######## design 1 ########
==> design_1/io_fan.png <==
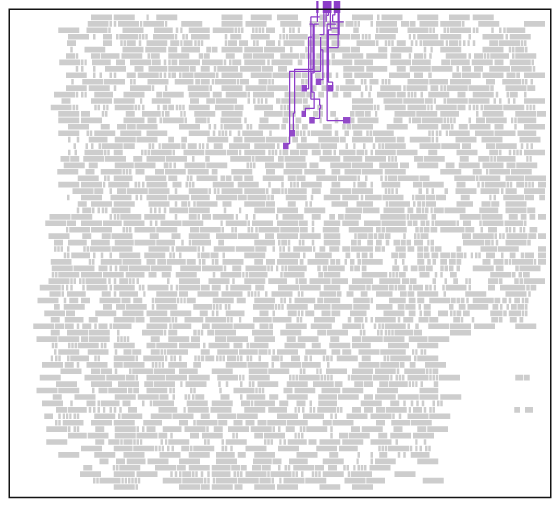

--- config.mk ---
export PLATFORM = sky130hd
export DESIGN_NAME = sme_feeder
export DESIGN_NICKNAME = d
export VERILOG_FILES = /design/src/rtl/sme_feeder.sv
export SDC_FILE = /design/constraint.sdc
export NUM_CORES = 1
export LEC_CHECK = 0
export ABC_CLOCK_PERIOD_IN_PS = 17990
export CAP_MARGIN = 20
export CORE_ASPECT_RATIO = 0.9
export CORE_MARGIN = 1.5
export CORE_UTILIZATION = 57
export DETAILED_ROUTE_END_ITERATION = 8
export HOLD_SLACK_MARGIN = 0.05
export PLACE_DENSITY_LB_ADDON = 0.25
export SLEW_MARGIN = 20
export SYNTH_ARGS = -nofsm -noshare
export SYNTH_HDL_FRONTEND = slang
export SYNTH_SLANG_ARGS = --single-unit
--- constraint.sdc ---
create_clock -name clk -period 17.99 [get_ports clk]
set_input_delay 3.598 -clock clk [delete_from_list [all_inputs] [get_ports clk]]
set_output_delay 3.598 -clock clk [all_outputs]
set_load 0.005 [all_outputs]
--- src/rtl/sme_feeder.sv ---
// sme_feeder: frames a control-coded byte stream into string/pattern records and replays them
// to the string-matching engine as gap-free bursts. Optional build macro: SME_FEEDER_CASEFOLD_EN.
module sme_feeder #(
   parameter int         SMAX = 32,
   parameter int         PMAX = 8,
   parameter logic [7:0] SOS  = 8'h01,
   parameter logic [7:0] SOP  = 8'h02,
   parameter logic [7:0] EOR  = 8'h04
) (
   input  logic       clk,
   input  logic       reset,
   input  logic       in_valid,
   output logic       in_ready,
   input  logic [7:0] in_data,
   input  logic       sme_valid,
   output logic       sme_rst,
   output logic       isstring,
   output logic       ispattern,
   output logic [7:0] chardata,
   output logic       busy,
   output logic       err
);

   localparam int            LW   = $clog2(SMAX + 1);
   localparam int            AW   = $clog2(SMAX);
   localparam logic [LW-1:0] ONE  = LW'(1);
   localparam logic [LW-1:0] SCAP = LW'(SMAX);
   localparam logic [LW-1:0] PCAP = LW'(PMAX);

   typedef enum logic [1:0] {HOLD, EMIT_S, EMIT_P, WAIT_RES} state_t;

   function automatic logic [7:0] fold_case(input logic [7:0] b);
`ifdef SME_FEEDER_CASEFOLD_EN
      if (b >= 8'h61 && b <= 8'h7A) return b - 8'h20;
      else return b;
`else
      return b;
`endif
   endfunction

   state_t        state, state_nx;
   logic [LW-1:0] rd, rd_nx;

   logic [7:0]    asm_buf [SMAX];
   logic [7:0]    str_buf [SMAX];
   logic [LW-1:0] asm_len, slen;
   logic          asm_kind;     // 1 = pattern record
   logic          asm_open, asm_closed;
   logic          new_str, has_str;

   logic          pat_staged, str_staged, start, send_str;
   logic          free_asm, clr_new;
   logic [LW-1:0] cap;

   assign pat_staged = asm_closed && asm_kind;
   assign str_staged = asm_closed && !asm_kind;
   assign in_ready   = !asm_closed;
   assign busy       = (state != HOLD);
   assign cap        = asm_kind ? PCAP : SCAP;

   // A burst starts combinationally in the cycle the engine can take it: straight out of HOLD,
   // or in the same cycle as the result strobe. The engine forgets its string in reset.
   assign start    = pat_staged && ((state == HOLD) || (state == WAIT_RES && sme_valid));
   assign send_str = start && ((state == HOLD) || new_str);

   always_ff @(posedge clk or posedge reset) begin
      if (reset) begin
         state <= HOLD;
         rd    <= '0;
      end else begin
         state <= state_nx;
         rd    <= rd_nx;
      end
   end

   always_comb begin
      state_nx  = state;
      rd_nx     = rd;
      sme_rst   = 1'b0;
      isstring  = 1'b0;
      ispattern = 1'b0;
      chardata  = '0;
      free_asm  = 1'b0;
      clr_new   = 1'b0;
      if (send_str) begin
         isstring = 1'b1;
         chardata = str_buf[0];
         if (slen == ONE) begin
            state_nx = EMIT_P;
            rd_nx    = '0;
            clr_new  = 1'b1;
         end else begin
            state_nx = EMIT_S;
            rd_nx    = ONE;
         end
      end else if (start) begin
         ispattern = 1'b1;
         chardata  = asm_buf[0];
         if (asm_len == ONE) begin
            free_asm = 1'b1;
            state_nx = WAIT_RES;
         end else begin
            state_nx = EMIT_P;
            rd_nx    = ONE;
         end
      end else begin
         case (state)
            HOLD: sme_rst = 1'b1;
            EMIT_S: begin
               isstring = 1'b1;
               chardata = str_buf[rd[AW-1:0]];
               if (rd == slen - ONE) begin
                  state_nx = EMIT_P;
                  rd_nx    = '0;
                  clr_new  = 1'b1;
               end else begin
                  rd_nx = rd + ONE;
               end
            end
            EMIT_P: begin
               ispattern = 1'b1;
               chardata  = asm_buf[rd[AW-1:0]];
               if (rd == asm_len - ONE) begin
                  free_asm = 1'b1;
                  state_nx = WAIT_RES;
               end else begin
                  rd_nx = rd + ONE;
               end
            end
            WAIT_RES: if (sme_valid) state_nx = HOLD;
            default: state_nx = HOLD;
         endcase
      end
   end

   // Record assembly. A closed record blocks upstream, so the emit/copy paths and the
   // upstream write path never touch asm in the same cycle.
   always_ff @(posedge clk or posedge reset) begin
      if (reset) begin
         for (int i = 0; i < SMAX; i++) begin
            asm_buf[i] <= '0;
            str_buf[i] <= '0;
         end
         asm_len    <= '0;
         slen       <= '0;
         asm_kind   <= 1'b0;
         asm_open   <= 1'b0;
         asm_closed <= 1'b0;
         new_str    <= 1'b0;
         has_str    <= 1'b0;
         err        <= 1'b0;
      end else begin
         if (free_asm) asm_closed <= 1'b0;
         if (clr_new)  new_str    <= 1'b0;
         if (str_staged && state != EMIT_S) begin
            str_buf    <= asm_buf;
            slen       <= asm_len;
            new_str    <= 1'b1;
            has_str    <= 1'b1;
            asm_closed <= 1'b0;
         end
         if (in_valid && in_ready) begin
            if (in_data == SOS || in_data == SOP) begin
               if (asm_open) err <= 1'b1;
               asm_open <= 1'b1;
               asm_kind <= (in_data == SOP);
               asm_len  <= '0;
            end else if (in_data == EOR) begin
               if (!asm_open) begin
                  err <= 1'b1;
               end else begin
                  asm_open <= 1'b0;
                  if (asm_len != '0) begin
                     if (asm_kind && !has_str) err <= 1'b1;
                     else asm_closed <= 1'b1;
                  end
               end
            end else if (!asm_open) begin
               err <= 1'b1;
            end else if (asm_len < cap) begin
               asm_buf[asm_len[AW-1:0]] <= fold_case(in_data);
               asm_len <= asm_len + ONE;
            end else begin
               err <= 1'b1;
            end
         end
      end
   end

endmodule

######## design 2 ########
$ cat config.mk
export PLATFORM = sky130hd
export DESIGN_NAME = cios_row_engine
export DESIGN_NICKNAME = d
export VERILOG_FILES = /design/src/rtl/cios_pkg.sv /design/src/rtl/cios_word_mac.sv /design/src/rtl/cios_row_engine.sv
export SDC_FILE = /design/constraint.sdc
export NUM_CORES = 1
export LEC_CHECK = 0
export ABC_AREA = 1
export CORE_MARGIN = 3
export CORE_UTILIZATION = 55
export CTS_BUF_LIST = sky130_fd_sc_hd__clkbuf_4 sky130_fd_sc_hd__clkbuf_8
export DETAILED_ROUTE_END_ITERATION = 8
export PLACE_DENSITY = 0.77
export SETUP_SLACK_MARGIN = 0.15
export SLEW_MARGIN = 5
export SYNTH_ARGS = -nofsm -noshare
export SYNTH_HDL_FRONTEND = slang
export SYNTH_SLANG_ARGS = --single-unit
$ cat constraint.sdc
create_clock -name clk -period 10.07 [get_ports clk]
set_clock_uncertainty 0.05 [all_clocks]
set_input_delay 1.007 -clock clk [delete_from_list [all_inputs] [get_ports clk]]
set_output_delay 1.007 -clock clk [all_outputs]
set_load 0.005 [all_outputs]
$ cat src/rtl/cios_pkg.sv
// Shared types for the CIOS row engine: row mode, FSM states and default sizes.
package cios_pkg;

  localparam int CIOS_WIDTH     = 16;
  localparam int CIOS_NUM_WORDS = 8;

  typedef logic [CIOS_WIDTH-1:0]   word_t;
  typedef logic [2*CIOS_WIDTH-1:0] dword_t;

  typedef enum logic {
    CIOS_MUL = 1'b0,
    CIOS_RED = 1'b1
  } cios_mode_e;

  typedef enum logic [1:0] {
    IDLE = 2'd0,
    RUN  = 2'd1,
    TAIL = 2'd2,
    DONE = 2'd3
  } row_state_e;

endpackage

$ cat src/rtl/cios_word_mac.sv
// Combinational word cell: {c_o, s_o} = t_i + x_i * y_i + c_i in 2*WIDTH bits.
module cios_word_mac #(
  parameter int WIDTH = 16
) (
  input  logic [WIDTH-1:0] t_i,
  input  logic [WIDTH-1:0] x_i,
  input  logic [WIDTH-1:0] y_i,
  input  logic [WIDTH-1:0] c_i,
  output logic [WIDTH-1:0] s_o,
  output logic [WIDTH-1:0] c_o
);

  logic [2*WIDTH-1:0] sum;

  // Double-width multiply-accumulate; the worst case is exactly 2^(2W)-1 so nothing is lost
  always_comb begin
    sum = {{WIDTH{1'b0}}, t_i}
        + ({{WIDTH{1'b0}}, x_i} * {{WIDTH{1'b0}}, y_i})
        + {{WIDTH{1'b0}}, c_i};
  end

  assign s_o = sum[WIDTH-1:0];
  assign c_o = sum[2*WIDTH-1:WIDTH];

endmodule

$ cat src/rtl/cios_row_engine.sv
// One CIOS inner-loop row (multiply or reduction) over NUM_WORDS streamed words.
module cios_row_engine
  import cios_pkg::*;
#(
  parameter int WIDTH     = CIOS_WIDTH,
  parameter int NUM_WORDS = CIOS_NUM_WORDS
) (
  input  logic             clk,
  input  logic             rst,
  input  logic             start,
  input  logic             mode,
  input  logic [WIDTH-1:0] scalar,
  input  logic [WIDTH-1:0] t_s,
  input  logic [WIDTH-1:0] t_s1,
  input  logic             in_valid,
  output logic             in_ready,
  input  logic [WIDTH-1:0] in_x,
  input  logic [WIDTH-1:0] in_t,
  output logic             out_valid,
  input  logic             out_ready,
  output logic [WIDTH-1:0] out_word,
  output logic             out_last,
  output logic             busy,
  output logic             done,
  output logic [WIDTH-1:0] top_lo,
  output logic [WIDTH-1:0] top_hi
);

  localparam int              IDX_W    = $clog2(NUM_WORDS);
  localparam logic [IDX_W-1:0] LAST_IDX = IDX_W'(NUM_WORDS - 1);

  row_state_e       state_q, state_d;
  cios_mode_e       mode_q, mode_d;
  logic [WIDTH-1:0] scalar_q, scalar_d;
  logic [WIDTH-1:0] tS_q, tS_d;
  logic [WIDTH-1:0] tS1_q, tS1_d;
  logic [WIDTH-1:0] carry_q, carry_d;
  logic [IDX_W-1:0] idx_q, idx_d;
  logic             outValid_q, outValid_d;
  logic [WIDTH-1:0] outWord_q, outWord_d;
  logic             outLast_q, outLast_d;
  logic [WIDTH-1:0] topLo_q, topLo_d;
  logic [WIDTH-1:0] topHi_q, topHi_d;

  logic             canAdvance;
  logic             inReadyInt;
  logic             inBeat;
  logic             isLastIdx;
  logic [WIDTH-1:0] macT, macX, macS, macC;

  assign canAdvance = !outValid_q || out_ready;
  assign inReadyInt = (state_q == RUN) && canAdvance;
  assign inBeat     = in_valid && inReadyInt;
  assign isLastIdx  = (idx_q == LAST_IDX);

  // The tail fold-in reuses the word cell with a zero product: t_s + carry
  always_comb begin
    macT = in_t;
    macX = in_x;
    if (state_q == TAIL) begin
      macT = tS_q;
      macX = '0;
    end
  end

  cios_word_mac #(
    .WIDTH(WIDTH)
  ) u_mac (
    .t_i(macT),
    .x_i(macX),
    .y_i(scalar_q),
    .c_i(carry_q),
    .s_o(macS),
    .c_o(macC)
  );

  // Next-state logic for the row FSM, carry chain, output register and top words
  always_comb begin
    state_d    = state_q;
    mode_d     = mode_q;
    scalar_d   = scalar_q;
    tS_d       = tS_q;
    tS1_d      = tS1_q;
    carry_d    = carry_q;
    idx_d      = idx_q;
    outValid_d = outValid_q;
    outWord_d  = outWord_q;
    outLast_d  = outLast_q;
    topLo_d    = topLo_q;
    topHi_d    = topHi_q;

    if (outValid_q && out_ready) begin
      outValid_d = 1'b0;
      outLast_d  = 1'b0;
    end

    case (state_q)
      IDLE: begin
        if (start) begin
          state_d  = RUN;
          mode_d   = cios_mode_e'(mode);
          scalar_d = scalar;
          tS_d     = t_s;
          tS1_d    = t_s1;
          carry_d  = '0;
          idx_d    = '0;
        end
      end
      RUN: begin
        if (inBeat) begin
          carry_d = macC;
          if (isLastIdx) begin
            state_d = TAIL;
          end else begin
            idx_d = idx_q + IDX_W'(1);
          end
          if (mode_q == CIOS_MUL) begin
            outValid_d = 1'b1;
            outWord_d  = macS;
            outLast_d  = isLastIdx;
          end else if (idx_q != '0) begin
            outValid_d = 1'b1;
            outWord_d  = macS;
            outLast_d  = 1'b0;
          end
        end
      end
      TAIL: begin
        if (canAdvance) begin
          state_d = DONE;
          if (mode_q == CIOS_MUL) begin
            topLo_d = macS;
            topHi_d = macC;
          end else begin
            outValid_d = 1'b1;
            outWord_d  = macS;
            outLast_d  = 1'b1;
            topLo_d    = tS1_q + macC;
            topHi_d    = '0;
          end
        end
      end
      DONE: begin
        state_d = IDLE;
      end
      default: begin
        state_d = IDLE;
      end
    endcase
  end

  // State and datapath registers; reset aborts any row in flight and drops pending output
  always_ff @(posedge clk) begin
    if (rst) begin
      state_q    <= IDLE;
      mode_q     <= CIOS_MUL;
      scalar_q   <= '0;
      tS_q       <= '0;
      tS1_q      <= '0;
      carry_q    <= '0;
      idx_q      <= '0;
      outValid_q <= 1'b0;
      outWord_q  <= '0;
      outLast_q  <= 1'b0;
      topLo_q    <= '0;
      topHi_q    <= '0;
    end else begin
      state_q    <= state_d;
      mode_q     <= mode_d;
      scalar_q   <= scalar_d;
      tS_q       <= tS_d;
      tS1_q      <= tS1_d;
      carry_q    <= carry_d;
      idx_q      <= idx_d;
      outValid_q <= outValid_d;
      outWord_q  <= outWord_d;
      outLast_q  <= outLast_d;
      topLo_q    <= topLo_d;
      topHi_q    <= topHi_d;
    end
  end

  assign in_ready  = inReadyInt;
  assign out_valid = outValid_q;
  assign out_word  = outWord_q;
  assign out_last  = outLast_q;
  assign busy      = (state_q != IDLE);
  assign done      = (state_q == DONE);
  assign top_lo    = topLo_q;
  assign top_hi    = topHi_q;

endmodule

==> design_2/clk_routes.png <==
Bar = 50 um.
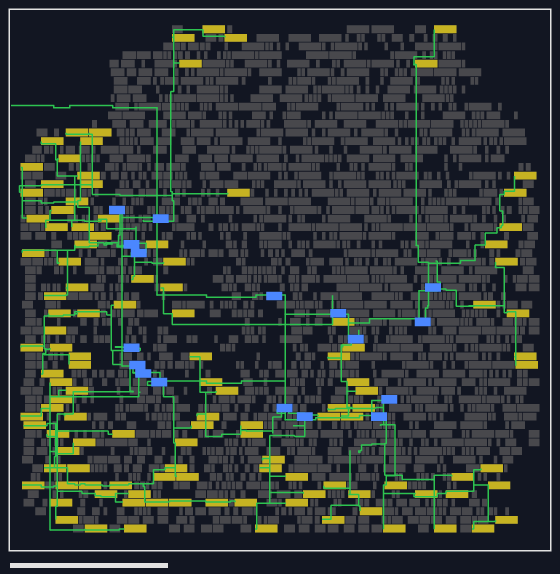
Blue stands for clock drivers, count 17. Green stands for clock wires, length 2250 um. Yellow stands for flip-flops, count 120.
There are 18 routed clock nets.

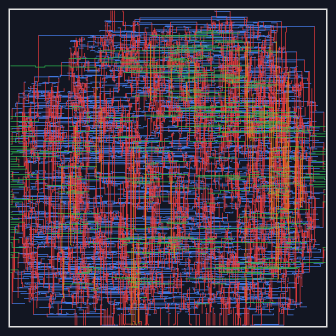
(design_2/wires.png)
Green stands for metal 3, wire length 4020 um. Orange stands for metal 4, wire length 1600 um. Red stands for metal 2, wire length 20.4 mm. Blue stands for metal 1, wire length 19100 um.
Vias: 13040
wire per inst: 19.19 um

==> metrics.log, design 2 <==
[flow] collecting metrics
[metrics] residual antenna-violating net count after detailed routing: 0
[metrics] routability congestion estimate: 0.9698
[metrics] number of buffers created by CTS: 17
[metrics] WL met2: between 20 and 25 mm
[metrics] number of sinks on the clock net: 120
[metrics] startpoint of the most critical setup path: state_q[0]
[metrics] post-layout period usage of the worst path: 0.9054
[metrics] number of antenna diodes: 0
[metrics] Hold Startpoint: top_lo[3]
[metrics] total die area: 29120 um^2
[metrics] sum of buffers and inverters on the critical path: 9
[metrics] crit path to: top_lo[9]
[metrics] length in cells of the worst reg-to-reg path: 33
[metrics] post-synth tally of flip-flops with integrated enable: 0
[metrics] Fin Hold WS: ~0.42 ns
[metrics] Synth Area in Adders: 0.4123
[metrics] depth of the critical timing path with buffers and inverters included: 33
[metrics] Simple-Gate Fraction of Synth Area: 0.1861
[metrics] post_cts resized: 0
[metrics] share of cells above drive strength 1: 0.05214
[metrics] pre-CTS setup slack: 0.8457 ns
[metrics] per-instance average area after synthesis: 7.855 um^2
[metrics] result of the run: completed
[metrics] worst-path fanout max: 28
[metrics] footprint of the multi-input gates: 10790 um^2
[metrics] Signal inverters: between 300 and 400
[metrics] CTS tree: built
[metrics] Critical Path RT: approximately 10 ns
[metrics] Top Layer Used: met4
[metrics] total instance count after detailed placement: 2317
[metrics] area of the placeable core: 26350 um^2
[metrics] fraction of synthesized area in multiplexers: 0.005371
[metrics] top cell type's share of synthesized area: 0.3048
[metrics] Syn Inst Count: 1898
[metrics] number of well-tap cells placed: ~340
[metrics] number of buffers on the longest clock path: 2
[metrics] cell kind with the greatest summed area: multi-input combinational cells
[metrics] flop share of the area: 0.1424
[metrics] Finish-stage setup viols: 0
[metrics] largest area contributor in the synthesized netlist: sky130_fd_sc_hd__fa_1
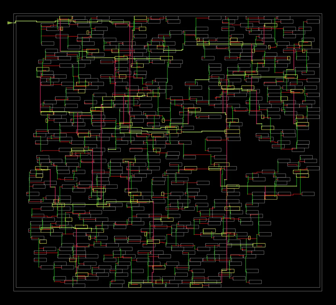
(design_1/clocks.png)
number of buffers created by CTS: 55
later-pin clock latency in the skew report: 0.61 ns
number of clock-tree buffers in the layout: 81
number of sinks on the clock net: 538

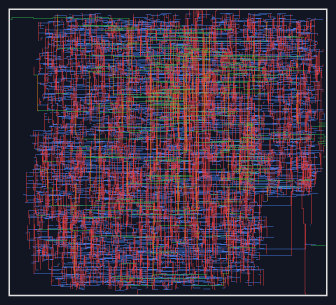
(design_1/wires.png)
Blue stands for metal 1, wire length 27.5 mm. Orange stands for metal 4, wire length 1870 um. Red stands for metal 2, wire length 29.4 mm. Green stands for metal 3, wire length 4310 um.

## Picture notes: design_1/io_fan.png
Purple stands for chardata, direction output, end cells 8, buffers 8, wire 416 um.

==> metrics.log, design 1 <==
[flow] collecting metrics
[metrics] largest area contributor in the synthesized netlist: sky130_fd_sc_hd__dfrtp_1
[metrics] worst slew pin tran: 1.219 ns
[metrics] worst min path class: reg -> reg
[metrics] remaining routing DRC violations: 0
[metrics] Finish-stage setup viols: 0
[metrics] Die Ht: 205.8 um
[metrics] FFs w/ async S/R, synth: 1.000
[metrics] footprint of the multi-input gates: 11860 um^2
[metrics] Synth area leaders: sky130_fd_sc_hd__dfrtp_1 52%, sky130_fd_sc_hd__nand2_1 12%, sky130_fd_sc_hd__mux4_2 12%, sky130_fd_sc_hd__mux2_1 11%, sky130_fd_sc_hd__nand2_8 2.5%
[metrics] Top Layer Used: met4
[metrics] Fin Hold WS: approximately 0.46 ns
[metrics] share of cells above drive strength 1: 0.1348
[metrics] met3 demand-to-capacity share in global routing: 0.03991
[metrics] warnings from Yosys: 0
[metrics] wire length of the first global-routing pass: 100.6 mm
[metrics] clock slew at the register clock pins of the worst setup and hold paths: 0.06 ns
[metrics] Crit path arrival time: around 6.3 ns
[metrics] result of the run: completed
[metrics] length in cells of the worst reg-to-reg path: 7
[metrics] unrepaired setup endpoints after global routing: no
[metrics] placed cell areas: between 20000 and 30000 um^2
[metrics] Seq Cell Count: 538
[metrics] die extent in x: ~230 um
[metrics] relative area of clock buffers and inverters in the final design: 0.06387
[metrics] nature of the critical path startpoint: primary input
[metrics] Max Cap Viol: 0
[metrics] Most common reg cell: sky130_fd_sc_hd__dfrtp_1
[metrics] setup slack of the critical path after layout: 8.124 ns
[metrics] Comb area share: 0.4162
[metrics] Clock Skew: 0.03127 ns
[metrics] worst-path fanout max: 9
[metrics] synth unique cells: 60
[metrics] I/O Buffers: 25
[metrics] sequential share of the synthesized area: 0.5170

==> screenshots <==
Gate families picked out.
(a)
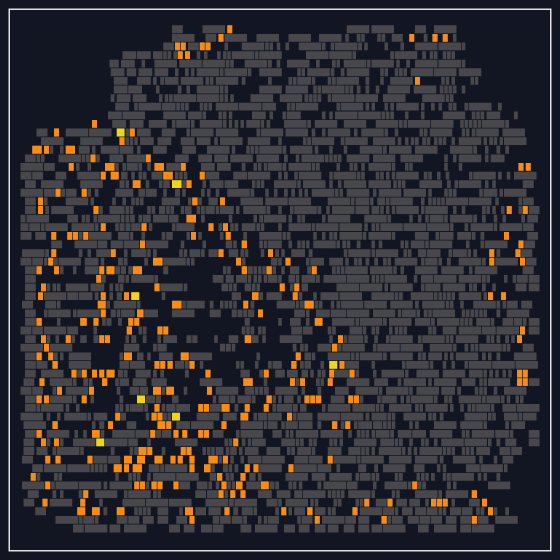
(b)
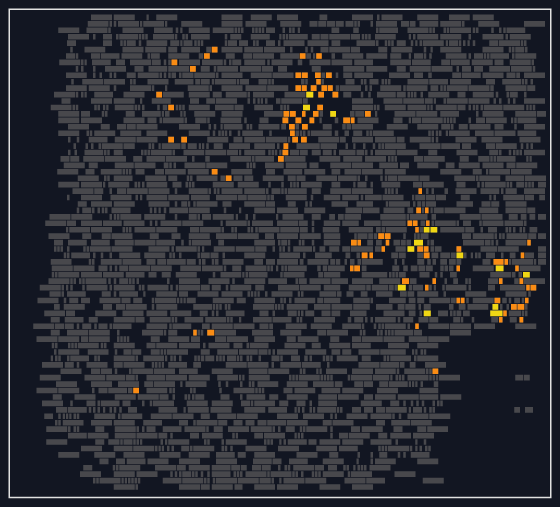
(a) is design 2.
(b) is design 1.
- most cells: (b)

Key to (b):
Yellow stands for AND-OR and OR-AND gates, cells 14, where east. Orange stands for inverting AOI/OAI gates, cells 91.


######## design 3 ########
[config.mk]
export PLATFORM = sky130hd
export DESIGN_NAME = text_pixel_pipeline
export DESIGN_NICKNAME = d
export VERILOG_FILES = /design/src/rtl/text_pixel_pipeline.sv
export SDC_FILE = /design/constraint.sdc
export NUM_CORES = 1
export LEC_CHECK = 0
export ABC_CLOCK_PERIOD_IN_PS = 2000
export CAP_MARGIN = 20
export CORE_UTILIZATION = 46
export DETAILED_ROUTE_END_ITERATION = 7
export PLACE_DENSITY_LB_ADDON = 0.12
export SKIP_LAST_GASP = 1
export SLEW_MARGIN = 20
export SYNTH_ARGS = -nofsm -noshare
export SYNTH_HDL_FRONTEND = slang
export SYNTH_SLANG_ARGS = --single-unit
[constraint.sdc]
create_clock -name clk -period 2 [get_ports clk]
set_input_delay 0.4 -clock clk [delete_from_list [all_inputs] [get_ports clk]]
set_output_delay 0.4 -clock clk [all_outputs]
set_load 0.02 [all_outputs]
[src/rtl/text_pixel_pipeline.sv]
// Text-mode pixel stage: picks one glyph pixel from a font row, applies
// underline / character blink / block cursor and resolves it to a palette
// colour index. Two register stages, one pixel per clock, no stalls.
module text_pixel_pipeline #(
  parameter int FONT_W       = 8,
  parameter int FONT_H       = 16,
  parameter int CIDX_W       = 4,
  parameter int BLINK_FRAMES = 32,
  parameter int CURSOR_START = 14,
  parameter int CURSOR_END   = 15
) (
  input  logic                        clk,
  input  logic                        rst,
  input  logic                        in_valid,
  input  logic [FONT_W-1:0]           font_line_data,
  input  logic [$clog2(FONT_W)-1:0]   char_pix_x,
  input  logic [$clog2(FONT_H)-1:0]   char_pix_y,
  input  logic [2*CIDX_W-1:0]         bg_fg_index,
  input  logic                        attr_blink,
  input  logic                        attr_underline,
  input  logic                        cursor_here,
  input  logic                        blink_en,
  input  logic                        frame_start,
  output logic                        out_valid,
  output logic [CIDX_W-1:0]           color_index,
  output logic                        blink_phase
);

  localparam int XW = $clog2(FONT_W);
  localparam int YW = $clog2(FONT_H);
  localparam int CW = $clog2(BLINK_FRAMES);

  // Everything stage 2 needs about one pixel.
  typedef struct packed {
    logic              pix;
    logic [YW-1:0]     y;
    logic [CIDX_W-1:0] bg;
    logic [CIDX_W-1:0] fg;
    logic              blink;
    logic              ul;
    logic              cur;
  } s1_t;

  logic [2:1]        vld_pipe;
  logic [XW-1:0]     col;
  logic              pix_sel;
  s1_t               s1_d, s1_q;
  logic              pix_fx;
  logic [CW-1:0]     blink_cnt;
  logic [CIDX_W-1:0] color_d;

  // Font row MSB is the leftmost pixel, so column x maps to bit FONT_W-1-x.
  assign col = XW'(FONT_W - 1) - char_pix_x;

  generate
    if ((1 << XW) == FONT_W) begin : g_pow2
      assign pix_sel = font_line_data[col];
    end else begin : g_npow2
      // Columns past the glyph edge are padding and always background.
      assign pix_sel = (32'(char_pix_x) < FONT_W) ? font_line_data[col] : 1'b0;
    end
  endgenerate

  // Stage-1 capture word.
  always_comb begin
    s1_d       = '0;
    s1_d.pix   = pix_sel;
    s1_d.y     = char_pix_y;
    s1_d.bg    = bg_fg_index[2*CIDX_W-1:CIDX_W];
    s1_d.fg    = bg_fg_index[CIDX_W-1:0];
    s1_d.blink = attr_blink;
    s1_d.ul    = attr_underline;
    s1_d.cur   = cursor_here;
  end

  // Valid shift register and stage-1 data register.
  always_ff @(posedge clk) begin
    if (rst) begin
      vld_pipe <= '0;
      s1_q     <= '0;
    end else begin
      vld_pipe <= {vld_pipe[1], in_valid};
      s1_q     <= s1_d;
    end
  end

  // Stage-2 effects in fixed order: underline, blink, cursor, colour.
  always_comb begin
    pix_fx = s1_q.pix;
    if (s1_q.ul && (s1_q.y == YW'(FONT_H - 1)))
      pix_fx = 1'b1;
    // Blink also hides the underline; it is inert while blinking is off.
    if (s1_q.blink && blink_en && blink_phase)
      pix_fx = 1'b0;
    if (s1_q.cur && (!blink_en || !blink_phase) &&
        (32'(s1_q.y) >= CURSOR_START) && (32'(s1_q.y) <= CURSOR_END))
      pix_fx = ~pix_fx;
    // Blanking cycles are forced to index 0 so no stale data escapes.
    color_d = '0;
    if (vld_pipe[1])
      color_d = pix_fx ? s1_q.fg : s1_q.bg;
  end

  // Stage-2 output register.
  always_ff @(posedge clk) begin
    if (rst) color_index <= '0;
    else     color_index <= color_d;
  end

  assign out_valid = vld_pipe[2];

  // Frame-counted blink timer; disabling blink parks it at visible phase.
  always_ff @(posedge clk) begin
    if (rst || !blink_en) begin
      blink_cnt   <= '0;
      blink_phase <= 1'b0;
    end else if (frame_start) begin
      if (blink_cnt == CW'(BLINK_FRAMES - 1)) begin
        blink_cnt   <= '0;
        blink_phase <= ~blink_phase;
      end else begin
        blink_cnt <= blink_cnt + 1'b1;
      end
    end
  end

endmodule

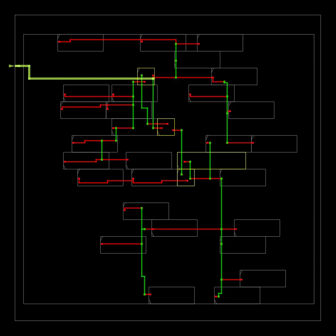
(design_3/clocks.png)
number of sinks on the clock net: 28
Clock Skew: 0.01008 ns
later-pin clock latency in the skew report: 0.32 ns
Seq Cell Count: 28

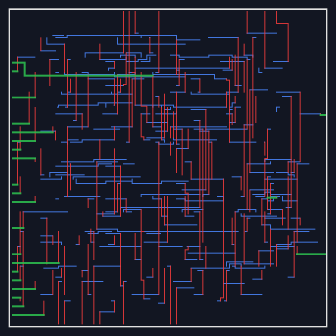
(design_3/wires.png)
Red stands for metal 2, wire length 874 um. Green stands for metal 3, wire length 79.3 um. Blue stands for metal 1, wire length 722 um.
Vias: 735
total wire length: 1.674 mm

==> metrics.log <==
[flow] collecting metrics
[metrics] cell count of the worst hold path: 2
[metrics] footprint of the multi-input gates: 459.2 um^2
[metrics] I/O Buffers: 36
[metrics] worst-path fanout max: 4
[metrics] setup slack of the critical path after layout: 0.2595 ns
[metrics] multi-input logic cell count: about 60
[metrics] number of buffers created by CTS: 3
[metrics] max frequency: roughly 570 MHz
[metrics] sequential group power: 0.000590 W
[metrics] Hold Startpoint: s1_q[7]
[metrics] Core Util at FP: 0.5055
[metrics] area of the placeable core: 2042 um^2
[metrics] Psw: 0.0002017 W
[metrics] top cell type's share of synthesized area: 0.5430
[metrics] number of well-tap cells placed: 27
[metrics] FFs w/ async S/R, synth: 0
[metrics] overall power consumption: 0.001072 W
[metrics] most congested layer reported by global routing: met2
[metrics] result of the run: completed
[metrics] Largest delay share family, worst path: buffers and inverters
[metrics] number of buffers on the longest clock path: 2
[metrics] cell kind with the greatest summed area: registers
[metrics] share of cells above drive strength 1: 0.08462

Power is estimated from default activity; no workload was simulated.
